######## atari_bank_mapper ########
==> atari_bank_mapper/layer_met3.png <==
Scale bar: 10 um. Cells faint in the background.
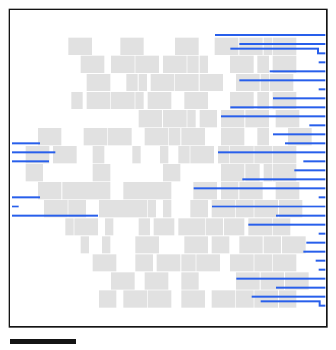

$ cat src/rtl/atari_bank_mapper.sv
// Atari 2600 cartridge bank mapper: F8/F6/F4 hotspot bank switching, optional
// Superchip RAM, and the CPU read-data mux for ROM/RAM/RIOT/TIA.
module atari_bank_mapper #(
  parameter int unsigned NUM_BANKS    = 4,
  parameter int unsigned BANK_BITS    = 2,
  parameter logic [11:0] HOTSPOT_BASE = 12'hFF6,
  parameter int unsigned RESET_BANK   = 0,
  parameter bit          SC_RAM       = 1'b0
) (
  input  logic                  CLOCKBUS,
  input  logic                  RES,
  input  logic [12:0]           CPU_Addr,
  input  logic                  CPU_R_W_n,
  input  logic [7:0]            CPU_Dout,
  output logic [7:0]            CPU_Din,
  output logic [12+BANK_BITS-1:0] ROM_Addr,
  output logic                  ROM_CS,
  input  logic [7:0]            ROM_Dout,
  input  logic [7:0]            RIOT_Dout,
  input  logic [7:0]            TIA_Dout,
  output logic [BANK_BITS-1:0]  BANK,
  output logic                  HOTSPOT_HIT
);

  localparam logic [12:0] HOT_LO = {1'b0, HOTSPOT_BASE};
  localparam logic [12:0] HOT_HI = HOT_LO + 13'(NUM_BANKS - 1);

  if (NUM_BANKS != 2 && NUM_BANKS != 4 && NUM_BANKS != 8) begin : g_bad_banks
    $error("atari_bank_mapper: NUM_BANKS must be 2, 4 or 8");
  end
  if (BANK_BITS != $clog2(NUM_BANKS)) begin : g_bad_bits
    $error("atari_bank_mapper: BANK_BITS must equal log2(NUM_BANKS)");
  end
  if (RESET_BANK >= NUM_BANKS) begin : g_bad_reset
    $error("atari_bank_mapper: RESET_BANK out of range");
  end

  logic                 cart;
  logic                 sc_wr;
  logic                 sc_rd;
  logic                 hot;
  logic [7:0]           ram_rd;
  logic [BANK_BITS-1:0] bank_q, bank_d;
  logic                 hit_q, hit_d;

  // Address decode
  always_comb begin
    cart  = CPU_Addr[12];
    sc_wr = SC_RAM && cart && (CPU_Addr[11:7] == 5'b00000);
    sc_rd = SC_RAM && cart && (CPU_Addr[11:7] == 5'b00001);
    hot   = cart && (13'(CPU_Addr[11:0]) >= HOT_LO) && (13'(CPU_Addr[11:0]) <= HOT_HI);
  end

  // Next bank: hotspot offset from base, taken modulo the bank count
  always_comb begin
    bank_d = bank_q;
    hit_d  = 1'b0;
    if (hot) begin
      bank_d = CPU_Addr[BANK_BITS-1:0] - HOTSPOT_BASE[BANK_BITS-1:0];
      hit_d  = 1'b1;
    end
  end

  always_ff @(posedge CLOCKBUS) begin
    if (RES) begin
      bank_q <= BANK_BITS'(RESET_BANK);
      hit_q  <= 1'b0;
    end else begin
      bank_q <= bank_d;
      hit_q  <= hit_d;
    end
  end

  if (SC_RAM) begin : g_sc_ram
    logic [7:0] ram_q [128];
    logic       ram_we_c;

    always_comb begin
      ram_we_c = sc_wr && !CPU_R_W_n && !RES;
      ram_rd   = ram_q[CPU_Addr[6:0]];
    end

    // Contents survive reset; undefined until first written
    always_ff @(posedge CLOCKBUS) begin
      if (ram_we_c) begin
        ram_q[CPU_Addr[6:0]] <= CPU_Dout;
      end
    end
  end else begin : g_no_ram
    logic unused_wr_bus;
    assign unused_wr_bus = ^{CPU_Dout, CPU_R_W_n};
    assign ram_rd        = 8'h00;
  end

  // Read-data steering and ROM port
  always_comb begin
    if (sc_rd) begin
      CPU_Din = ram_rd;
    end else if (cart) begin
      CPU_Din = ROM_Dout;
    end else if (CPU_Addr[7]) begin
      CPU_Din = RIOT_Dout;
    end else begin
      CPU_Din = TIA_Dout;
    end
    ROM_CS   = cart && !sc_rd && !sc_wr;
    ROM_Addr = {bank_q, CPU_Addr[11:0]};
  end

  assign BANK        = bank_q;
  assign HOTSPOT_HIT = hit_q;

endmodule

$ cat config.mk
export PLATFORM = sky130hd
export DESIGN_NAME = atari_bank_mapper
export DESIGN_NICKNAME = d
export VERILOG_FILES = /design/src/rtl/atari_bank_mapper.sv
export SDC_FILE = /design/constraint.sdc
export NUM_CORES = 1
export LEC_CHECK = 0
export CAP_MARGIN = 40
export CORE_MARGIN = 2
export CORE_UTILIZATION = 22
export CTS_CLUSTER_SIZE = 8
export DETAILED_ROUTE_END_ITERATION = 6
export GPL_TIMING_DRIVEN = 0
export PLACE_DENSITY = 0.86
export SLEW_MARGIN = 20
export SYNTH_ARGS = -nofsm -noshare
export SYNTH_HDL_FRONTEND = slang
export SYNTH_SLANG_ARGS = --single-unit
$ cat constraint.sdc
create_clock -name CLOCKBUS -period 3.6 [get_ports CLOCKBUS]
set_input_delay 0.72 -clock CLOCKBUS [delete_from_list [all_inputs] [get_ports CLOCKBUS]]
set_output_delay 0.72 -clock CLOCKBUS [all_outputs]
set_load 0.005 [all_outputs]
######## mem_port_arbiter_flat ########
## config.mk

```make
export PLATFORM = sky130hd
export DESIGN_NAME = mem_port_arbiter_flat
export DESIGN_NICKNAME = d
export VERILOG_FILES = /design/src/rtl/mem_port_arbiter_if.sv /design/src/rtl/mem_port_arbiter.sv /design/src/flat_wrapper.sv
export SDC_FILE = /design/constraint.sdc
export NUM_CORES = 1
export LEC_CHECK = 0
export CAP_MARGIN = 25
export CORE_AREA = 2 2 108 110
export CTS_CLUSTER_SIZE = 24
export DETAILED_ROUTE_END_ITERATION = 12
export DIE_AREA = 0 0 110 112
export HOLD_SLACK_MARGIN = 0.05
export PLACE_DENSITY = 0.71
export SYNTH_ARGS = -nofsm -noshare
export SYNTH_HDL_FRONTEND = slang
export SYNTH_SLANG_ARGS = --single-unit
```

## constraint.sdc

```tcl
create_clock -name clk -period 3.53 [get_ports clk]
set_input_delay 0.706 -clock clk [delete_from_list [all_inputs] [get_ports clk]]
set_output_delay 0.706 -clock clk [all_outputs]
set_load 0.02 [all_outputs]
```

## src/rtl/mem_port_arbiter_if.sv

```systemverilog
// rtl/mem_port_arbiter_if.sv - port bundle linking pipeline, arbiter and unified memory
// Width macros default here so the bundle builds standalone.
`ifndef ADDR_W
`define ADDR_W 32
`endif
`ifndef WORD_W
`define WORD_W 32
`endif
`ifndef MEM_COUNT_W
`define MEM_COUNT_W 4
`endif
`ifndef MEM_CODE_W
`define MEM_CODE_W 2
`endif

interface mem_port_arbiter_if;
    logic                    i_instr_req_en;
    logic [`ADDR_W-1:0]      i_instr_req_addr;
    logic                    o_instr_stall;
    logic                    o_instr_res_valid;
    logic [`WORD_W-1:0]      o_instr_res_data;
    logic [`ADDR_W-1:0]      i_data_req_addr;
    logic [`WORD_W-1:0]      i_data_req_wr_data;
    logic                    i_data_req_wr_en;
    logic [`MEM_COUNT_W-1:0] i_data_req_count;
    logic                    o_data_stall;
    logic                    o_data_res_valid;
    logic [`WORD_W-1:0]      o_data_res_rd_data;
    logic [`MEM_CODE_W-1:0]  o_data_res_code;
    logic                    o_mem_req_en;
    logic [`ADDR_W-1:0]      o_mem_req_addr;
    logic [`WORD_W-1:0]      o_mem_req_wr_data;
    logic                    o_mem_req_wr_en;
    logic [`MEM_COUNT_W-1:0] o_mem_req_count;
    logic [`WORD_W-1:0]      i_mem_res_rd_data;
    logic [`MEM_CODE_W-1:0]  i_mem_res_code;
    logic [1:0]              owner;

    modport slave (
        input  i_instr_req_en, i_instr_req_addr,
        input  i_data_req_addr, i_data_req_wr_data, i_data_req_wr_en, i_data_req_count,
        input  i_mem_res_rd_data, i_mem_res_code,
        output o_instr_stall, o_instr_res_valid, o_instr_res_data,
        output o_data_stall, o_data_res_valid, o_data_res_rd_data, o_data_res_code,
        output o_mem_req_en, o_mem_req_addr, o_mem_req_wr_data, o_mem_req_wr_en, o_mem_req_count,
        output owner
    );

    modport master (
        output i_instr_req_en, i_instr_req_addr,
        output i_data_req_addr, i_data_req_wr_data, i_data_req_wr_en, i_data_req_count,
        output i_mem_res_rd_data, i_mem_res_code,
        input  o_instr_stall, o_instr_res_valid, o_instr_res_data,
        input  o_data_stall, o_data_res_valid, o_data_res_rd_data, o_data_res_code,
        input  o_mem_req_en, o_mem_req_addr, o_mem_req_wr_data, o_mem_req_wr_en, o_mem_req_count,
        input  owner
    );
endinterface

```

## src/rtl/mem_port_arbiter.sv

```systemverilog
// rtl/mem_port_arbiter.sv - fetch/data arbiter for a single-ported unified memory
// Optional starvation guard for the fetch port: define ARB_FAIRNESS_EN.
module mem_port_arbiter #(
    parameter int RD_LAT     = 2,
    parameter int STARVE_MAX = 3
) (
    input  logic              clk,
    input  logic              clr,
    mem_port_arbiter_if.slave bus
);
    typedef enum logic [1:0] {
        OWN_IDLE  = 2'd0,
        OWN_DATA  = 2'd1,
        OWN_INSTR = 2'd2
    } owner_t;

    localparam int CW = `MEM_COUNT_W;
    localparam logic [CW-1:0] WORD_BYTES = CW'(`WORD_W / 8);
    // An out-of-range latency or starvation limit leaves the arbiter inert.
    localparam logic CFG_OK = (RD_LAT >= 1) && (RD_LAT <= 4) && (STARVE_MAX >= 1);

    logic active;
    logic data_req;
    logic instr_req;
    logic force_instr;
    logic grant_data;
    logic grant_instr;
    logic read_grant;
    owner_t owner;
    logic [RD_LAT-1:0] tag_valid;
    logic [RD_LAT-1:0] tag_instr;
    logic tail_valid;
    logic instr_hit;
    logic data_hit;

    assign active      = !clr && CFG_OK;
    assign data_req    = active && (bus.i_data_req_count != '0);
    assign instr_req   = active && bus.i_instr_req_en;
    assign grant_data  = data_req && !force_instr;
    assign grant_instr = instr_req && !grant_data;
    assign read_grant  = grant_instr || (grant_data && !bus.i_data_req_wr_en);

    assign bus.o_instr_stall = instr_req && !grant_instr;

`ifdef ARB_FAIRNESS_EN
    localparam int SW = $clog2(STARVE_MAX + 1);
    logic [SW-1:0] starve_cnt;

    assign force_instr      = instr_req && (starve_cnt == SW'(STARVE_MAX));
    assign bus.o_data_stall = data_req && !grant_data;

    always_ff @(posedge clk) begin
        if (clr) begin
            starve_cnt <= '0;
        end else if (!instr_req || grant_instr) begin
            starve_cnt <= '0;
        end else if (starve_cnt != SW'(STARVE_MAX)) begin
            starve_cnt <= starve_cnt + 1'b1;
        end
    end
`else
    assign force_instr      = 1'b0;
    assign bus.o_data_stall = 1'b0;
`endif

    always_comb begin
        bus.o_mem_req_en      = grant_data || grant_instr;
        bus.o_mem_req_addr    = '0;
        bus.o_mem_req_wr_data = '0;
        bus.o_mem_req_wr_en   = 1'b0;
        bus.o_mem_req_count   = '0;
        if (grant_data) begin
            bus.o_mem_req_addr    = bus.i_data_req_addr;
            bus.o_mem_req_wr_data = bus.i_data_req_wr_data;
            bus.o_mem_req_wr_en   = bus.i_data_req_wr_en;
            bus.o_mem_req_count   = bus.i_data_req_count;
        end else if (grant_instr) begin
            bus.o_mem_req_addr  = bus.i_instr_req_addr;
            bus.o_mem_req_count = WORD_BYTES;
        end
    end

    // Tag pipe: slot 0 is this cycle's grant, the last slot lines up with memory read data.
    always_ff @(posedge clk) begin
        if (clr) begin
            tag_valid <= '0;
            tag_instr <= '0;
        end else begin
            tag_valid[0] <= read_grant;
            tag_instr[0] <= grant_instr;
            for (int i = 1; i < RD_LAT; i++) begin
                tag_valid[i] <= tag_valid[i-1];
                tag_instr[i] <= tag_instr[i-1];
            end
        end
    end

    always_ff @(posedge clk) begin
        if (clr) begin
            owner <= OWN_IDLE;
        end else if (grant_data) begin
            owner <= OWN_DATA;
        end else if (grant_instr) begin
            owner <= OWN_INSTR;
        end else begin
            owner <= OWN_IDLE;
        end
    end

    assign bus.owner = owner;

    assign tail_valid = tag_valid[RD_LAT-1] && !clr;
    assign instr_hit  = tail_valid && tag_instr[RD_LAT-1];
    assign data_hit   = tail_valid && !tag_instr[RD_LAT-1];

    assign bus.o_instr_res_valid  = instr_hit;
    assign bus.o_instr_res_data   = instr_hit ? bus.i_mem_res_rd_data : '0;
    assign bus.o_data_res_valid   = data_hit;
    assign bus.o_data_res_rd_data = data_hit ? bus.i_mem_res_rd_data : '0;
    assign bus.o_data_res_code    = data_hit ? bus.i_mem_res_code : '0;
endmodule

```

## src/flat_wrapper.sv

```systemverilog
// flat-port wrapper written by rule: the top's interface ports become plain ports
module mem_port_arbiter_flat 
#(
    parameter int RD_LAT     = 2,
    parameter int STARVE_MAX = 3
)
  (clk, clr, bus_i_instr_req_en, bus_i_instr_req_addr, bus_i_data_req_addr, bus_i_data_req_wr_data, bus_i_data_req_wr_en, bus_i_data_req_count, bus_i_mem_res_rd_data, bus_i_mem_res_code, bus_o_instr_stall, bus_o_instr_res_valid, bus_o_instr_res_data, bus_o_data_stall, bus_o_data_res_valid, bus_o_data_res_rd_data, bus_o_data_res_code, bus_o_mem_req_en, bus_o_mem_req_addr, bus_o_mem_req_wr_data, bus_o_mem_req_wr_en, bus_o_mem_req_count, bus_owner);
  mem_port_arbiter_if bus_i ();
  input  logic clk;
  input  logic clr;
  input wire logic [$bits(bus_i.i_instr_req_en)-1:0] bus_i_instr_req_en;
  input wire logic [$bits(bus_i.i_instr_req_addr)-1:0] bus_i_instr_req_addr;
  input wire logic [$bits(bus_i.i_data_req_addr)-1:0] bus_i_data_req_addr;
  input wire logic [$bits(bus_i.i_data_req_wr_data)-1:0] bus_i_data_req_wr_data;
  input wire logic [$bits(bus_i.i_data_req_wr_en)-1:0] bus_i_data_req_wr_en;
  input wire logic [$bits(bus_i.i_data_req_count)-1:0] bus_i_data_req_count;
  input wire logic [$bits(bus_i.i_mem_res_rd_data)-1:0] bus_i_mem_res_rd_data;
  input wire logic [$bits(bus_i.i_mem_res_code)-1:0] bus_i_mem_res_code;
  output wire logic [$bits(bus_i.o_instr_stall)-1:0] bus_o_instr_stall;
  output wire logic [$bits(bus_i.o_instr_res_valid)-1:0] bus_o_instr_res_valid;
  output wire logic [$bits(bus_i.o_instr_res_data)-1:0] bus_o_instr_res_data;
  output wire logic [$bits(bus_i.o_data_stall)-1:0] bus_o_data_stall;
  output wire logic [$bits(bus_i.o_data_res_valid)-1:0] bus_o_data_res_valid;
  output wire logic [$bits(bus_i.o_data_res_rd_data)-1:0] bus_o_data_res_rd_data;
  output wire logic [$bits(bus_i.o_data_res_code)-1:0] bus_o_data_res_code;
  output wire logic [$bits(bus_i.o_mem_req_en)-1:0] bus_o_mem_req_en;
  output wire logic [$bits(bus_i.o_mem_req_addr)-1:0] bus_o_mem_req_addr;
  output wire logic [$bits(bus_i.o_mem_req_wr_data)-1:0] bus_o_mem_req_wr_data;
  output wire logic [$bits(bus_i.o_mem_req_wr_en)-1:0] bus_o_mem_req_wr_en;
  output wire logic [$bits(bus_i.o_mem_req_count)-1:0] bus_o_mem_req_count;
  output wire logic [$bits(bus_i.owner)-1:0] bus_owner;
  assign bus_i.i_instr_req_en = bus_i_instr_req_en;
  assign bus_i.i_instr_req_addr = bus_i_instr_req_addr;
  assign bus_i.i_data_req_addr = bus_i_data_req_addr;
  assign bus_i.i_data_req_wr_data = bus_i_data_req_wr_data;
  assign bus_i.i_data_req_wr_en = bus_i_data_req_wr_en;
  assign bus_i.i_data_req_count = bus_i_data_req_count;
  assign bus_i.i_mem_res_rd_data = bus_i_mem_res_rd_data;
  assign bus_i.i_mem_res_code = bus_i_mem_res_code;
  assign bus_o_instr_stall = bus_i.o_instr_stall;
  assign bus_o_instr_res_valid = bus_i.o_instr_res_valid;
  assign bus_o_instr_res_data = bus_i.o_instr_res_data;
  assign bus_o_data_stall = bus_i.o_data_stall;
  assign bus_o_data_res_valid = bus_i.o_data_res_valid;
  assign bus_o_data_res_rd_data = bus_i.o_data_res_rd_data;
  assign bus_o_data_res_code = bus_i.o_data_res_code;
  assign bus_o_mem_req_en = bus_i.o_mem_req_en;
  assign bus_o_mem_req_addr = bus_i.o_mem_req_addr;
  assign bus_o_mem_req_wr_data = bus_i.o_mem_req_wr_data;
  assign bus_o_mem_req_wr_en = bus_i.o_mem_req_wr_en;
  assign bus_o_mem_req_count = bus_i.o_mem_req_count;
  assign bus_owner = bus_i.owner;
  mem_port_arbiter #(.RD_LAT(RD_LAT), .STARVE_MAX(STARVE_MAX)) u_core (.clk(clk), .clr(clr), .bus(bus_i));
endmodule
```

######## register_packet_controller ########
`src/rtl/register_packet_controller_pkg.sv`:
```
// Shared definitions for the register packet controller.
// Contents:
//   state_t    - controller FSM state encoding
//   DEST_WRITE - DEST byte value selecting a register write packet
//   DEST_READ  - DEST byte value selecting a register read packet
//   sat_inc8   - saturating 8-bit increment used by the event counters
package register_packet_controller_pkg;

  typedef enum logic [3:0] {
    IDLE,
    GET_DEST,
    GET_LENGTH,
    GET_ADDRESS,
    WR_DATA,
    SKIP,
    RD_HEADER,
    RD_REQUEST,
    RD_WAIT,
    RD_DATA
  } state_t;

  localparam logic [7:0] DEST_WRITE = 8'h00;
  localparam logic [7:0] DEST_READ  = 8'h01;

  function automatic logic [7:0] sat_inc8(input logic [7:0] value);
    return (value == 8'hFF) ? value : value + 8'd1;
  endfunction

endpackage

```
`src/rtl/register_packet_controller_byte_timeout_counter.sv`:
```
// Inter-byte idle timer.
// Ports:
//   clk     - system clock
//   reset   - synchronous, active-high reset
//   clear   - restart the idle count (a byte arrived)
//   enable  - count only while a packet is being received
//   expired - high for the cycle in which TIMEOUT_CLKS idle clocks have elapsed
module register_packet_controller_byte_timeout_counter #(
  parameter int TIMEOUT_CLKS = 50000
) (
  input  logic clk,
  input  logic reset,
  input  logic clear,
  input  logic enable,
  output logic expired
);

  localparam int CW = $clog2(TIMEOUT_CLKS + 1);
  localparam logic [CW-1:0] LAST = CW'(TIMEOUT_CLKS - 1);
  localparam logic [CW-1:0] ONE  = CW'(1);

  logic [CW-1:0] count;

  // A clear in the same cycle as the terminal count wins: a byte that just
  // arrived means the line is not idle.
  assign expired = enable && !clear && (count == LAST);

  always_ff @(posedge clk) begin
    if (reset || clear || !enable) begin
      count <= '0;
    end else if (!expired) begin
      count <= count + ONE;
    end
  end

endmodule

```
`src/rtl/register_packet_controller.sv`:
```
// Packet sequencer between the UART byte stream and the register file.
// Packet: SYNC, DEST, LEN, ADDR, payload. DEST 00 writes LEN bytes as
// little-endian 32-bit words; DEST 01 returns SYNC,01,LEN,ADDR followed by
// LEN bytes of read data. Any other DEST is skipped and counted as an error.
// Ports:
//   ipClk, ipReset           - clock, synchronous active-high reset
//   ipRxData/ipRxValid       - received byte strobe (no backpressure)
//   opTxData/opTxValid/ipTxReady - response byte stream; a byte moves when
//                              valid && ready; valid never drops and data
//                              never changes while a byte waits for ready
//   opAddress/opWrData       - register bus address and write data
//   opWrEnable/opRdEnable    - one-cycle register write/read strobes
//   ipRdData                 - read data, valid one clock after opRdEnable
//   opBusy                   - controller is inside a packet
//   opErrorCount             - saturating bad/timed-out packet count
//   opDropCount              - saturating count of rx bytes lost during reads
//   opState                  - current FSM state (debug)
module register_packet_controller
  import register_packet_controller_pkg::*;
#(
  parameter logic [7:0] SYNC_BYTE    = 8'h55,
  parameter int         ADDR_WIDTH   = 8,
  parameter int         TIMEOUT_CLKS = 50000
) (
  input  logic                  ipClk,
  input  logic                  ipReset,
  input  logic [7:0]            ipRxData,
  input  logic                  ipRxValid,
  output logic [7:0]            opTxData,
  output logic                  opTxValid,
  input  logic                  ipTxReady,
  output logic [ADDR_WIDTH-1:0] opAddress,
  output logic [31:0]           opWrData,
  output logic                  opWrEnable,
  output logic                  opRdEnable,
  input  logic [31:0]           ipRdData,
  output logic                  opBusy,
  output logic [7:0]            opErrorCount,
  output logic [7:0]            opDropCount,
  output state_t                opState
);

  localparam logic [ADDR_WIDTH-1:0] ADDR_ONE = ADDR_WIDTH'(1);

  state_t                state;
  logic [7:0]            dest;
  logic [7:0]            len;
  logic [7:0]            addr_byte;
  logic [ADDR_WIDTH-1:0] addr;
  logic [7:0]            byte_cnt;
  logic [1:0]            byte_idx;
  logic [1:0]            hdr_idx;
  logic [31:0]           word;
  logic [31:0]           rd_word;

  logic        expired;
  logic        timer_enable;
  logic        last_byte;
  logic        rd_phase;
  logic [31:0] next_word;
  logic [7:0]  next_rd_byte;

  assign opBusy  = (state != IDLE);
  assign opState = state;

  assign timer_enable = (state == GET_DEST) || (state == GET_LENGTH) ||
                        (state == GET_ADDRESS) || (state == WR_DATA) ||
                        (state == SKIP);
  assign rd_phase = (state == RD_HEADER) || (state == RD_REQUEST) ||
                    (state == RD_WAIT) || (state == RD_DATA);
  assign last_byte = (byte_cnt + 8'd1 == len);

  register_packet_controller_byte_timeout_counter #(
    .TIMEOUT_CLKS(TIMEOUT_CLKS)
  ) u_timeout (
    .clk    (ipClk),
    .reset  (ipReset),
    .clear  (ipRxValid),
    .enable (timer_enable),
    .expired(expired)
  );

  // Word under assembly with the incoming byte merged in. Starting a new
  // word clears the upper lanes, so a short final word is zero-filled.
  always_comb begin
    next_word = word;
    case (byte_idx)
      2'd0:    next_word = {24'h0, ipRxData};
      2'd1:    next_word[15:8]  = ipRxData;
      2'd2:    next_word[23:16] = ipRxData;
      default: next_word[31:24] = ipRxData;
    endcase
  end

  // Byte of the captured read word that follows the one being sent.
  always_comb begin
    next_rd_byte = rd_word[7:0];
    case (byte_idx)
      2'd0:    next_rd_byte = rd_word[15:8];
      2'd1:    next_rd_byte = rd_word[23:16];
      default: next_rd_byte = rd_word[31:24];
    endcase
  end

  always_ff @(posedge ipClk) begin
    if (ipReset) begin
      state        <= IDLE;
      dest         <= '0;
      len          <= '0;
      addr_byte    <= '0;
      addr         <= '0;
      byte_cnt     <= '0;
      byte_idx     <= '0;
      hdr_idx      <= '0;
      word         <= '0;
      rd_word      <= '0;
      opTxData     <= '0;
      opTxValid    <= 1'b0;
      opAddress    <= '0;
      opWrData     <= '0;
      opWrEnable   <= 1'b0;
      opRdEnable   <= 1'b0;
      opErrorCount <= '0;
      opDropCount  <= '0;
    end else begin
      opWrEnable <= 1'b0;
      opRdEnable <= 1'b0;

      if (rd_phase && ipRxValid) begin
        opDropCount <= sat_inc8(opDropCount);
      end

      case (state)
        IDLE: begin
          if (ipRxValid && ipRxData == SYNC_BYTE) begin
            state <= GET_DEST;
          end
        end

        GET_DEST: begin
          if (expired) begin
            state        <= IDLE;
            opErrorCount <= sat_inc8(opErrorCount);
          end else if (ipRxValid) begin
            dest  <= ipRxData;
            state <= GET_LENGTH;
          end
        end

        GET_LENGTH: begin
          if (expired) begin
            state        <= IDLE;
            opErrorCount <= sat_inc8(opErrorCount);
          end else if (ipRxValid) begin
            len      <= ipRxData;
            byte_cnt <= '0;
            byte_idx <= '0;
            hdr_idx  <= '0;
            state    <= GET_ADDRESS;
          end
        end

        GET_ADDRESS: begin
          if (expired) begin
            state        <= IDLE;
            opErrorCount <= sat_inc8(opErrorCount);
          end else if (ipRxValid) begin
            addr_byte <= ipRxData;
            addr      <= ADDR_WIDTH'(ipRxData);
            if (dest == DEST_WRITE) begin
              state <= (len == 8'd0) ? IDLE : WR_DATA;
            end else if (dest == DEST_READ) begin
              opTxValid <= 1'b1;
              opTxData  <= SYNC_BYTE;
              state     <= RD_HEADER;
            end else begin
              opErrorCount <= sat_inc8(opErrorCount);
              state        <= (len == 8'd0) ? IDLE : SKIP;
            end
          end
        end

        WR_DATA: begin
          if (expired) begin
            state        <= IDLE;
            opErrorCount <= sat_inc8(opErrorCount);
          end else if (ipRxValid) begin
            word     <= next_word;
            byte_cnt <= byte_cnt + 8'd1;
            byte_idx <= byte_idx + 2'd1;
            if (byte_idx == 2'd3 || last_byte) begin
              opWrEnable <= 1'b1;
              opAddress  <= addr;
              opWrData   <= next_word;
              addr       <= addr + ADDR_ONE;
            end
            if (last_byte) begin
              state <= IDLE;
            end
          end
        end

        SKIP: begin
          if (expired) begin
            state        <= IDLE;
            opErrorCount <= sat_inc8(opErrorCount);
          end else if (ipRxValid) begin
            byte_cnt <= byte_cnt + 8'd1;
            if (last_byte) begin
              state <= IDLE;
            end
          end
        end

        RD_HEADER: begin
          if (ipTxReady) begin
            hdr_idx <= hdr_idx + 2'd1;
            case (hdr_idx)
              2'd0:    opTxData <= DEST_READ;
              2'd1:    opTxData <= len;
              2'd2:    opTxData <= addr_byte;
              default: begin
                opTxValid <= 1'b0;
                state     <= (len == 8'd0) ? IDLE : RD_REQUEST;
              end
            endcase
          end
        end

        RD_REQUEST: begin
          opRdEnable <= 1'b1;
          opAddress  <= addr;
          state      <= RD_WAIT;
        end

        // First RD_WAIT cycle is the strobe cycle itself; the data arrives
        // on the following cycle, when the strobe has already dropped.
        RD_WAIT: begin
          if (!opRdEnable) begin
            rd_word   <= ipRdData;
            opTxData  <= ipRdData[7:0];
            opTxValid <= 1'b1;
            byte_idx  <= '0;
            state     <= RD_DATA;
          end
        end

        RD_DATA: begin
          if (ipTxReady) begin
            byte_cnt <= byte_cnt + 8'd1;
            if (last_byte) begin
              opTxValid <= 1'b0;
              state     <= IDLE;
            end else if (byte_idx == 2'd3) begin
              opTxValid <= 1'b0;
              addr      <= addr + ADDR_ONE;
              state     <= RD_REQUEST;
            end else begin
              byte_idx <= byte_idx + 2'd1;
              opTxData <= next_rd_byte;
            end
          end
        end

        default: state <= IDLE;
      endcase
    end
  end

endmodule

```
`config.mk`:
```
export PLATFORM = sky130hd
export DESIGN_NAME = register_packet_controller
export DESIGN_NICKNAME = d
export VERILOG_FILES = /design/src/rtl/register_packet_controller_pkg.sv /design/src/rtl/register_packet_controller_byte_timeout_counter.sv /design/src/rtl/register_packet_controller.sv
export SDC_FILE = /design/constraint.sdc
export NUM_CORES = 1
export LEC_CHECK = 0
export CAP_MARGIN = 20
export CORE_MARGIN = 2
export CORE_UTILIZATION = 55
export DETAILED_ROUTE_END_ITERATION = 8
export PLACE_DENSITY = 0.8
export SYNTH_ARGS = -nofsm -noshare
export SYNTH_HDL_FRONTEND = slang
export SYNTH_SLANG_ARGS = --single-unit
```
`constraint.sdc`:
```
create_clock -name ipClk -period 3.3 [get_ports ipClk]
set_clock_uncertainty 0.1 [all_clocks]
set_input_delay 0.495 -clock ipClk [delete_from_list [all_inputs] [get_ports ipClk]]
set_output_delay 0.495 -clock ipClk [all_outputs]
set_load 0.02 [all_outputs]
```
######## imm_gen_stage_flat ########
`config.mk`:
```
export PLATFORM = sky130hd
export DESIGN_NAME = imm_gen_stage_flat
export DESIGN_NICKNAME = d
export VERILOG_FILES = /design/src/rtl/imm_gen_if.sv /design/src/rtl/imm_gen_stage.sv /design/src/flat_wrapper.sv
export SDC_FILE = /design/constraint.sdc
export NUM_CORES = 1
export LEC_CHECK = 0
export CAP_MARGIN = 0
export CELL_PAD_IN_SITES_DETAIL_PLACEMENT = 1
export CELL_PAD_IN_SITES_GLOBAL_PLACEMENT = 1
export CORE_MARGIN = 8
export CORE_UTILIZATION = 30
export CTS_CLUSTER_SIZE = 14
export DETAILED_ROUTE_END_ITERATION = 8
export DONT_BUFFER_PORTS = 1
export MAX_ROUTING_LAYER = met4
export PLACE_DENSITY = 0.54
export RECOVER_POWER = 50
export SYNTH_ARGS = -nofsm -noshare
export SYNTH_HDL_FRONTEND = slang
export SYNTH_SLANG_ARGS = --single-unit
export TNS_END_PERCENT = 10
```
`constraint.sdc`:
```
create_clock -name clk -period 3.7 [get_ports clk]
set_input_delay 0.925 -clock clk [delete_from_list [all_inputs] [get_ports clk]]
set_output_delay 0.925 -clock clk [all_outputs]
set_load 0.005 [all_outputs]
```
`src/rtl/imm_gen_if.sv`:
```
// Valid/ready stream interface for the immediate-generation stage.
// Carries both the upstream (in_*) and downstream (out_*) channels of the stage.
interface imm_gen_if #(
    parameter int XLEN  = 32,
    parameter int TAG_W = 8
);
    logic             in_valid;
    logic             in_ready;
    logic [31:0]      in_instr;
    logic [2:0]       in_type;
    logic [XLEN-1:0]  in_pc;
    logic [TAG_W-1:0] in_tag;

    logic             out_valid;
    logic             out_ready;
    logic [XLEN-1:0]  out_imm;
    logic [XLEN-1:0]  out_target;
    logic [TAG_W-1:0] out_tag;
    logic             out_illegal;

    modport master (
        output in_valid, in_instr, in_type, in_pc, in_tag, out_ready,
        input  in_ready, out_valid, out_imm, out_target, out_tag, out_illegal
    );

    modport slave (
        input  in_valid, in_instr, in_type, in_pc, in_tag, out_ready,
        output in_ready, out_valid, out_imm, out_target, out_tag, out_illegal
    );
endinterface

```
`src/rtl/imm_gen_stage.sv`:
```
// Registered RISC-V immediate decoder with PC-relative target and a 2-entry skid buffer.
// Outputs come straight from the head register, so out_ready never reaches in_ready combinationally.
module imm_gen_stage #(
    parameter int XLEN  = 32,
    parameter int TAG_W = 8
) (
    input  logic     clk,
    input  logic     rst_n,
    input  logic     flush,
    imm_gen_if.slave bus
);
    // state | meaning
    // EMPTY | no buffered entry, out_valid=0
    // ONE   | head holds the only entry
    // FULL  | head plus skid entry, in_ready=0
    localparam logic [1:0] EMPTY = 2'd0;
    localparam logic [1:0] ONE   = 2'd1;
    localparam logic [1:0] FULL  = 2'd2;

    typedef struct packed {
        logic [XLEN-1:0]  imm;
        logic [XLEN-1:0]  target;
        logic [TAG_W-1:0] tag;
        logic             illegal;
    } entry_t;

    logic [1:0] state_q, state_d;
    entry_t     head_q, head_d, skid_q, skid_d, new_e;
    logic       in_ready_q, out_valid_q;
    logic       in_fire, out_fire;
    logic [XLEN-1:0] imm;
    logic       pc_rel, illegal;

    assign in_fire  = bus.in_valid & in_ready_q;
    assign out_fire = out_valid_q & bus.out_ready;

    always_comb begin
        imm     = '0;
        pc_rel  = 1'b0;
        illegal = 1'b0;
        case (bus.in_type)
            3'd0: imm = '0;
            3'd1: imm = XLEN'($signed(bus.in_instr[31:20]));
            3'd2: imm = XLEN'($signed({bus.in_instr[31:25], bus.in_instr[11:7]}));
            3'd3: begin
                imm    = XLEN'($signed({bus.in_instr[31], bus.in_instr[7], bus.in_instr[30:25],
                                        bus.in_instr[11:8], 1'b0}));
                pc_rel = 1'b1;
            end
            3'd4: begin
                imm    = XLEN'($signed({bus.in_instr[31:12], 12'b0}));
                pc_rel = 1'b1;
            end
            3'd5: begin
                imm    = XLEN'($signed({bus.in_instr[31], bus.in_instr[19:12], bus.in_instr[20],
                                        bus.in_instr[30:21], 1'b0}));
                pc_rel = 1'b1;
            end
            3'd6: imm = XLEN'(bus.in_instr[19:15]);
            default: illegal = 1'b1;
        endcase
        new_e.imm     = imm;
        new_e.target  = pc_rel ? bus.in_pc + imm : '0;
        new_e.tag     = bus.in_tag;
        new_e.illegal = illegal;
    end

    always_comb begin
        state_d = state_q;
        head_d  = head_q;
        skid_d  = skid_q;
        case (state_q)
            EMPTY: begin
                if (in_fire) begin
                    head_d  = new_e;
                    state_d = ONE;
                end
            end
            ONE: begin
                if (in_fire && out_fire) begin
                    head_d = new_e;
                end else if (in_fire) begin
                    skid_d  = new_e;
                    state_d = FULL;
                end else if (out_fire) begin
                    state_d = EMPTY;
                end
            end
            FULL: begin
                if (out_fire) begin
                    head_d  = skid_q;
                    state_d = ONE;
                end
            end
            default: state_d = EMPTY;
        endcase
        if (flush) state_d = EMPTY;
    end

    always_ff @(posedge clk or negedge rst_n) begin
        if (!rst_n) begin
            state_q     <= EMPTY;
            head_q      <= '0;
            skid_q      <= '0;
            in_ready_q  <= 1'b1;
            out_valid_q <= 1'b0;
        end else begin
            state_q     <= state_d;
            head_q      <= head_d;
            skid_q      <= skid_d;
            in_ready_q  <= (state_d != FULL);
            out_valid_q <= (state_d != EMPTY);
        end
    end

    assign bus.in_ready    = in_ready_q;
    assign bus.out_valid   = out_valid_q;
    assign bus.out_imm     = head_q.imm;
    assign bus.out_target  = head_q.target;
    assign bus.out_tag     = head_q.tag;
    assign bus.out_illegal = head_q.illegal;
endmodule

```
`src/flat_wrapper.sv`:
```
// flat-port wrapper written by rule: the top's interface ports become plain ports
module imm_gen_stage_flat 
#(
    parameter int XLEN  = 32,
    parameter int TAG_W = 8
)
  (clk, rst_n, flush, bus_in_valid, bus_in_instr, bus_in_type, bus_in_pc, bus_in_tag, bus_out_ready, bus_in_ready, bus_out_valid, bus_out_imm, bus_out_target, bus_out_tag, bus_out_illegal);
  imm_gen_if #(.XLEN(XLEN), .TAG_W(TAG_W)) bus_i ();
  input  logic clk;
  input  logic rst_n;
  input  logic flush;
  input wire logic [$bits(bus_i.in_valid)-1:0] bus_in_valid;
  input wire logic [$bits(bus_i.in_instr)-1:0] bus_in_instr;
  input wire logic [$bits(bus_i.in_type)-1:0] bus_in_type;
  input wire logic [$bits(bus_i.in_pc)-1:0] bus_in_pc;
  input wire logic [$bits(bus_i.in_tag)-1:0] bus_in_tag;
  input wire logic [$bits(bus_i.out_ready)-1:0] bus_out_ready;
  output wire logic [$bits(bus_i.in_ready)-1:0] bus_in_ready;
  output wire logic [$bits(bus_i.out_valid)-1:0] bus_out_valid;
  output wire logic [$bits(bus_i.out_imm)-1:0] bus_out_imm;
  output wire logic [$bits(bus_i.out_target)-1:0] bus_out_target;
  output wire logic [$bits(bus_i.out_tag)-1:0] bus_out_tag;
  output wire logic [$bits(bus_i.out_illegal)-1:0] bus_out_illegal;
  assign bus_i.in_valid = bus_in_valid;
  assign bus_i.in_instr = bus_in_instr;
  assign bus_i.in_type = bus_in_type;
  assign bus_i.in_pc = bus_in_pc;
  assign bus_i.in_tag = bus_in_tag;
  assign bus_i.out_ready = bus_out_ready;
  assign bus_in_ready = bus_i.in_ready;
  assign bus_out_valid = bus_i.out_valid;
  assign bus_out_imm = bus_i.out_imm;
  assign bus_out_target = bus_i.out_target;
  assign bus_out_tag = bus_i.out_tag;
  assign bus_out_illegal = bus_i.out_illegal;
  imm_gen_stage #(.XLEN(XLEN), .TAG_W(TAG_W)) u_core (.clk(clk), .rst_n(rst_n), .flush(flush), .bus(bus_i));
endmodule
```

==> gallery <==
Signal wires on met3.
image #1
Scale bar: 20 um. Cells faint in the background.
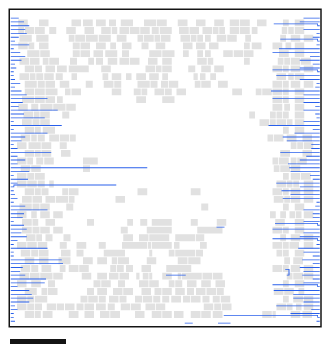
image #2
Scale bar: 50 um. Cells faint in the background.
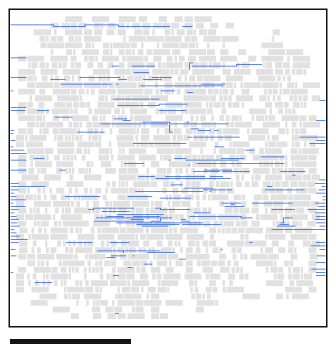
image #3
Scale bar: 50 um. Cells faint in the background.
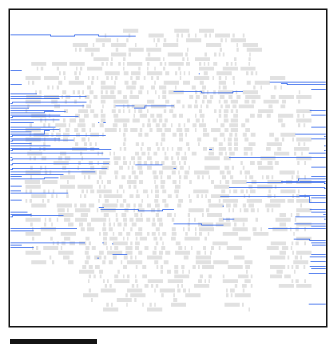
For register_packet_controller, see image #2.
For imm_gen_stage_flat, see image #3.
For mem_port_arbiter_flat, see image #1.
Of these, largest die: image #3

Key to image #3:
main direction: horizontal
longest straight run: 56.8 um
wire length on this layer: 2,150 um
share of all routed wire: 7.8%
nets with wire on the layer: 92

==> imm_gen_stage_flat/congestion.png <==
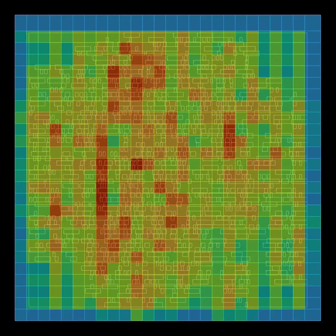
overall routing resource usage: 17.3%
met3 Use GR: 6.49%
gr busiest metal: met2
Post-Route Utilization: 39.0%

==> results.sh, imm_gen_stage_flat <==
# physical design summary
export IMPL_status="finished, final reports clean"
export IMPL_numSynthFlops=150
export IMPL_cp_end_kind="flip-flop"
export IMPL_min_path_type="input pin to asynchronous set/reset pin"
export IMPL_ir_drop_mv=0.263
export IMPL_fin_nets=1185
export IMPL_synthCells=957
export IMPL_wirelength_um=27400
export IMPL_period_needed_ps=3540
export IMPL_largest_area_cell="dfrtp_1"
export IMPL_lay_top_count="buf_4"
export IMPL_max_stage_delay_ps=420
export IMPL_setup_viol=0
export IMPL_path_max_fanout=3
export IMPL_core_um2=27000
export IMPL_drive_above_1_share_pct=22.8
export IMPL_multi_input_comb_cells=708
export IMPL_grtUsageMet1_pct=20.6
export IMPL_dominant_cell_class="logic gates"
export IMPL_flops=150
export IMPL_clk_pin_slew_ps=70
export IMPL_gr_total_overflow=0
export IMPL_fp_util_pct=30.6
export IMPL_clock_latency_late_pin_ps=430
export IMPL_fp_dieH_um=182
export IMPL_crit_path_top_delay_cell="fa_1"
export IMPL_power_total_w=0.00595
export IMPL_yosys_warnings=0
export IMPL_layout_cells_non_filler=1428
export IMPL_place_gp_congestion=0.842
export IMPL_ff_latch_area_um2=3750
export IMPL_cp_start_kind="input pin"
export IMPL_htree_levels=4
export IMPL_fillers=3128
export IMPL_critical_path_buf_inv_count=3
export IMPL_ys_cells=957
export IMPL_finalMaxSlewViolations=0
export IMPL_syn_area_um2=8270
export IMPL_grt_pass1_wl_um=44000
export IMPL_mux_share_pct=3.27
export IMPL_die_w_um=182
export IMPL_final_cell_mix="buf_4 (152), dfrtp_1 (149), nand2_1 (136)"
export IMPL_tap_cells=341
export IMPL_place_area_um2=9880
export IMPL_sh_seq_area_pct=35.6
## imm_gen_stage_flat: worst paths after layout
kind	to	slack, ps	depth (start not counted)
setup / recovery	u_core.bus.out_target[28]$_DFFE_PN0P_	160	16
hold / removal	u_core.bus.out_tag[5]$_DFFE_PN0P_	190	0
setup reg to reg	u_core.skid_q[30]$_DFFE_PN0P_	1480	5
hold reg to reg	u_core.skid_q[21]$_DFFE_PN0P_	480	2
max in group asynchronous	u_core.bus.out_target[2]$_DFFE_PN0P_	3130	0
min in group clk	u_core.skid_q[21]$_DFFE_PN0P_	480	2
## imm_gen_stage_flat: cell families (layout without fill, tap and decap cells)
kind of cell | after synthesis | count (layout)
other | 0 | 1
adder cells (fa/ha/maj) | 32 | 32
XOR/XNOR | 28 | 28
multiplexers | 25 | 25
AND-OR/OR-AND | 314 | 314
AND/OR/NAND/NOR | 309 | 309
buffers and inverters | 99 | 228
flip-flops | 150 | 150
## imm_gen_stage_flat: power breakdown
part           total, W  switching (W)  internal, W
Sequential      0.00261       0.000389      0.00222
Combinational   0.00155       0.000818     0.000734
Clock           0.00179       0.000767      0.00102
Total           0.00595        0.00198      0.00397
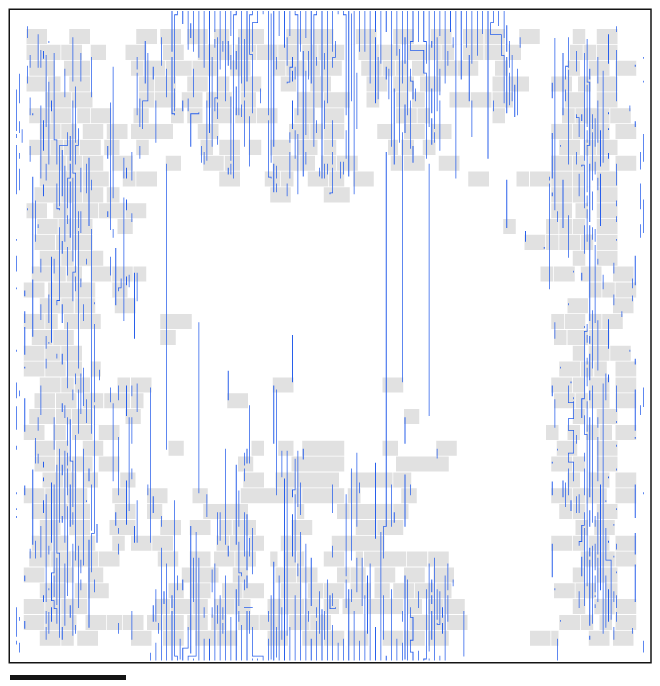
(mem_port_arbiter_flat/layer_met2.png)
Scale bar: 20 um. Cells faint in the background.
main direction: vertical
wire length on this layer: 4,670 um

==> results.sh, mem_port_arbiter_flat <==
# physical design summary
export IMPL_comb_share_pct=31.7
export IMPL_seqPwrFrac_pct=10.1
export IMPL_tap_cells=143
export IMPL_top_layer="met4"
export IMPL_clk_pin_slew_ps=30
export IMPL_status="finished, final reports clean"
export IMPL_clock_latency_late_pin_ps=220
export IMPL_cp_top_family="buffers and inverters"
export IMPL_ir_drop_mv=0.131
export IMPL_sequentialPower_w=0.0000710
export IMPL_clock_path_buffers=2
export IMPL_wl_met2_um=4670
export IMPL_p_leak_nw=2.06
export IMPL_lay_top_count="clkdlybuf4s50_1"
export IMPL_dominant_cell_class="non-clock buffers"
export IMPL_ys_top_logic_family="simple AND/OR/NAND/NOR gates"
export IMPL_top_cells_by_area="and2_1 (23%), mux2i_1 (18%), nor3b_1 (14%)"
export IMPL_powerDensity_nw_per_um2=143
export IMPL_maxClockFrequency_ghz=0.292
export IMPL_grtUsageMet3_pct=3.92
export IMPL_area_growth_pct=169
export IMPL_setup_viol=0
export IMPL_n_all_inverters=1
export IMPL_flops=6
==> mem_port_arbiter_flat: through the flow <==
step	util [%]	setup TNS, ps
CTS	43.0	0
finish	43.8	0
global placement	42.3	0
global route	43.8	-37.4
floorplan	-	0
detailed placement	42.3	0
==> mem_port_arbiter_flat: sequential cells by signal, summed over array words and instances (netlist names) <==
name	flops
u_core.bus.owner	2
u_core.tag_instr	2
u_core.tag_valid	2
==> mem_port_arbiter_flat: cells in the mapped netlist, types with 4 or more instances <==
library cell / number
nor3b_1: 33
nand2b_1: 33
mux2i_1: 33
nor2b_1: 5
dfxtp_1: 6
nand3b_1: 32
clkbuf_1: 19
buf_2: 4
and2_1: 66
buf_4: 6
nor2_1: 4
==> mem_port_arbiter_flat: worst paths after layout <==
path,from,end,depth (start not counted)
worst max register to register,u_core.tag_valid[0]$_SDFF_PP0_,u_core.tag_valid[1]$_SDFF_PP0_,1
worst max-delay path,bus_i_data_req_count[3],bus_o_mem_req_addr[30],6
worst min-delay path,u_core.tag_instr[0]$_SDFF_PP0_,u_core.tag_instr[1]$_SDFF_PP0_,1
worst min register to register,u_core.tag_instr[0]$_SDFF_PP0_,u_core.tag_instr[1]$_SDFF_PP0_,1
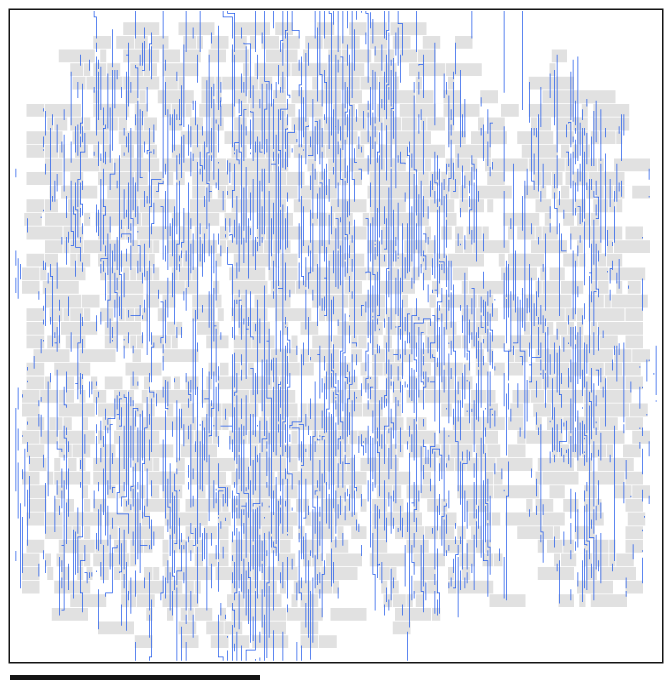
(register_packet_controller/layer_met2.png)
Scale bar: 50 um. Cells faint in the background.
wire length on this layer: 10,500 um
share of all routed wire: 48%
nets with wire on the layer: 958
main direction: vertical
longest straight run: 43.9 um

==> results.sh, register_packet_controller <==
# physical design summary
export IMPL_status="finished, final reports clean"
export IMPL_crit_chain="ha_1 > nand3_1 > or3_1 > a211oi_2 > a31oi_4 > o211ai_4 > mux2i_1 > nor2_1"
export IMPL_critical_path_buf_inv_count=0
export IMPL_path_max_fanout=8
export IMPL_clk_pin_slew_ps=70
export IMPL_clock_latency_late_pin_ps=430
export IMPL_period_used_pct=90.5
export IMPL_sequentialPower_w=0.00252
export IMPL_diodes=0
export IMPL_async_flop_share_pct=0
export IMPL_ys_seq_share_pct=42.7
export IMPL_syn_area_um2=8760
export IMPL_cts_resized=0
export IMPL_comb_area_um2=4640
export IMPL_fa_ha_area_share_pct=2.00
export IMPL_crit_path_top_delay_cell="dfxtp_1"
-- register_packet_controller: area by class of cell --
class | instances | share of cell area, %
multi-input cells | 770 | 43.4
flip-flops and latches | 187 | 35.0
repair buffers | 143 | 12.8
clock buffers | 19 | 4.23
well taps | 216 | 2.53
clock inverters | 11 | 1.46
inverters | 16 | 0.561
-- register_packet_controller: per-layer routing --
metal | GRT usage, % | up-vias | routed length [um]
met5 | 0 | - | 0
met4 | 8.03 | 0 | 286
li1 | - | 3886 | -
met2 | 42.4 | 272 | 10500
met3 | 5.70 | 28 | 1410
met1 | 34.9 | 3695 | 9730
-- register_packet_controller: cell usage in the layout, fill, tap and decap left out, drive strengths merged, types with 8 or more instances in the layout --
master         count
a211oi            58
xnor2             11
nor2             165
or3               10
xor2              25
buf               29
nor3               8
clkdlybuf4s50    114
nand2            112
inv               21
mux2i             49
dfxtp            187
nand3             41
clkbuf            19
a21oi            101
a22oi             19
and3              16
ha                14
o21ai             22
nor3b             23
-- register_packet_controller: stage by stage --
stage,instance area (um^2),cells,util [%]
CTS,10700,1362,68.1
global route,10700,1362,68.1
floorplan,8760,1056,-
detailed placement,10100,1332,64.2
finish,10700,1362,68.1
global placement,10100,1332,64.2
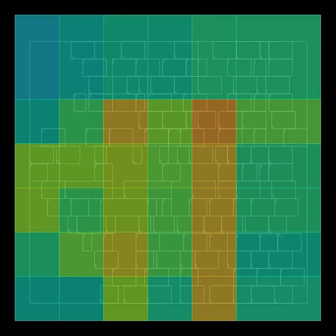
(atari_bank_mapper/congestion.png)
overall routing resource usage: 12.9%
met2 Usage GRT: 24.6%
met3 Use GR: 7.55%
Post-Route Utilization: 62.8%
global routing usage on met1: 12.1%

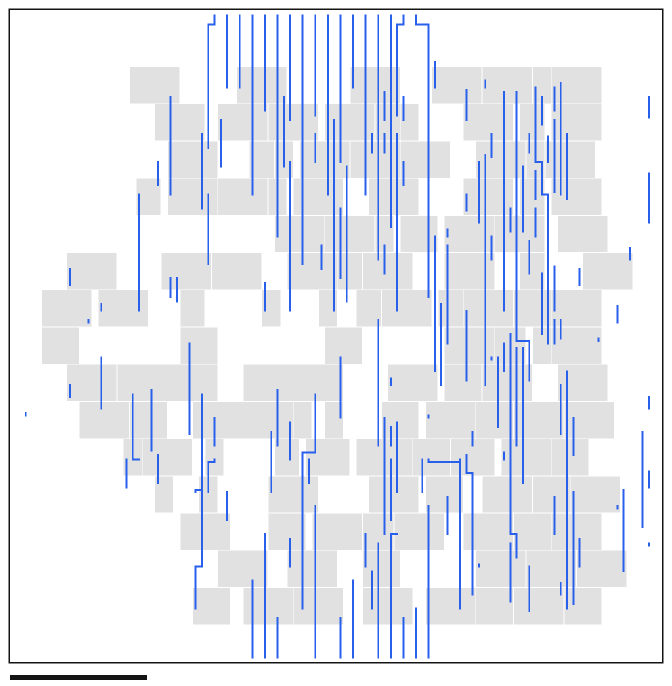
(atari_bank_mapper/layer_met2.png)
Scale bar: 10 um. Cells faint in the background.
main direction: vertical
share of all routed wire: 49%
wire length on this layer: 802 um

Notes on atari_bank_mapper/layer_met3.png above:
longest straight run: 19.6 um
nets with wire on the layer: 37

==> results.sh, atari_bank_mapper <==
# physical design summary
export IMPL_hold_end="BANK[1]$_SDFFE_PP0P_"
export IMPL_crit_chain="clkdlybuf4s50_1 > clkbuf_1 > nand2_1 > o21ai_1 > clkdlybuf4s50_1"
export IMPL_crit_top_cell="clkdlybuf4s50_1"
export IMPL_fp_util_pct=23.8
export IMPL_gr_total_overflow=0
export IMPL_grt_pass1_vias=505
export IMPL_fp_dieH_um=47.7
export IMPL_status="finished, final reports clean"
export IMPL_maxClockFrequency_ghz=0.315
export IMPL_worst_slew_pin_transition_ps=387
export IMPL_grt_max_degree=11
export IMPL_power_total_w=0.000197
export IMPL_place_gp_congestion=0.679
export IMPL_vias=615
export IMPL_fa_ha_area_share_pct=0
export IMPL_intPower_w=0.000152
export IMPL_power_frac_comb_pct=53.6
export IMPL_powerDensity_nw_per_um2=178
export IMPL_async_flop_share_pct=0
export IMPL_dr_pass1_iters=3
export IMPL_cp_top_family="buffers and inverters"
export IMPL_cts_root_buf="clkbuf_4"
export IMPL_cts_setup_buffers=0
export IMPL_period_needed_ps=3180
export IMPL_arrival_ps=2460
export IMPL_clk_pin_slew_ps=40
export IMPL_max_cap_viol_count=0
export IMPL_largest_area_cell="buf_4"
export IMPL_ys_top_logic_family="buffers and inverters"
export IMPL_pg_clk_w=0.0000579
export IMPL_grt_pass1_wl_um=2060
export IMPL_ff2ff_setup_slack_ps=3020
export IMPL_ios=74
export IMPL_antenna_left=0
export IMPL_endpoint="CPU_Din[0]"
## atari_bank_mapper: flip-flops by register name (all words and copies together), names as in the netlist
| name | flops |
|---|---|
| BANK | 2 |
| HOTSPOT_HIT | 1 |
## atari_bank_mapper: cell usage in the layout (no fill, tap or decap)
master and count:
a2111o_1 1, a21oi_1 1, buf_2 1, buf_4 15, clkbuf_1 2, clkbuf_4 3
clkdlybuf4s50_1 63, dfxtp_1 3, inv_1 2, mux2i_1 9, nand2_1 10, nand2_2 1
nand3_1 1, nand3b_1 1, nand4_1 1, nor2_1 1, o21ai_0 1, o21ai_1 7
o41ai_1 1, or3b_1 1
## atari_bank_mapper: per-stage QoR
| stage | instance area, um^2 | hold WS (ps) | worst slack (ps) |
|---|---|---|---|
| after floorplan | 419 | 451 | 1670 |
| after global placement | 1080 | 450 | 431 |
| after detailed placement | 1080 | 468 | 389 |
| final | 1110 | 464 | 422 |
| after global routing | 1110 | 505 | 260 |
| after CTS | 1110 | 474 | 379 |
## atari_bank_mapper: area by class of cell
class	instances	share of cell area (%)
Buffer	17	11.0
Clock buffer	4	2.37
Inverter	2	0.678
Multi-Input combinational cell	36	20.8
Sequential cell	3	5.42
Tap cell	25	2.82
Timing Repair Buffer	63	56.9


==> layout pictures side by side <==
Met1 routing.
(a)
Scale bar: 50 um.
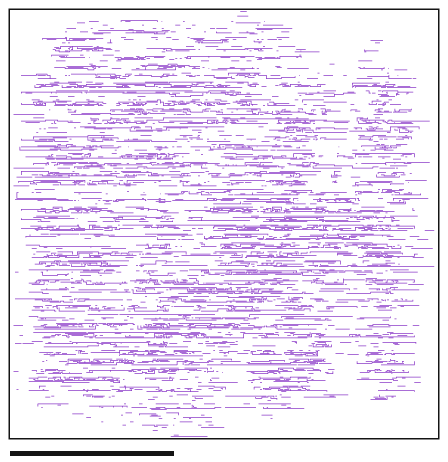
(b)
Scale bar: 20 um.
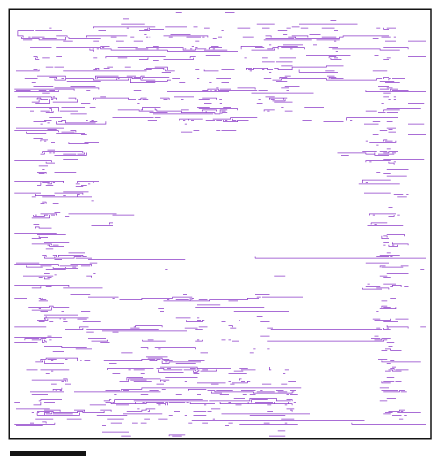
(c)
Scale bar: 10 um.
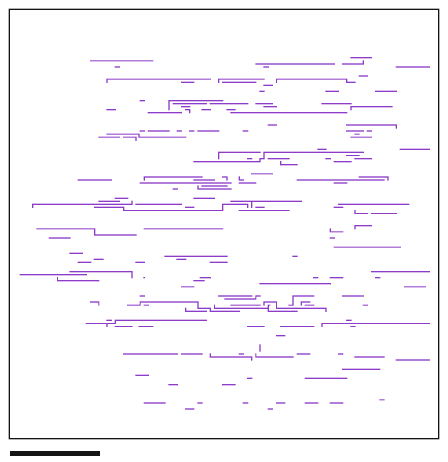
(d)
Scale bar: 50 um.
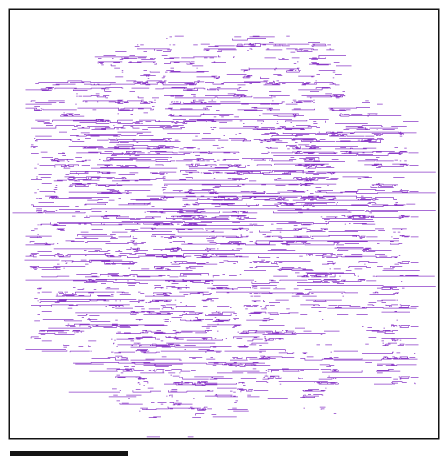
The one with the smallest die is (c).
The one with the largest die is (d).
(d) comes from imm_gen_stage_flat.
(b) comes from mem_port_arbiter_flat.
(a) comes from register_packet_controller.
(c) comes from atari_bank_mapper.

Power figures rest on the tool's default switching activity, not on a simulated workload.
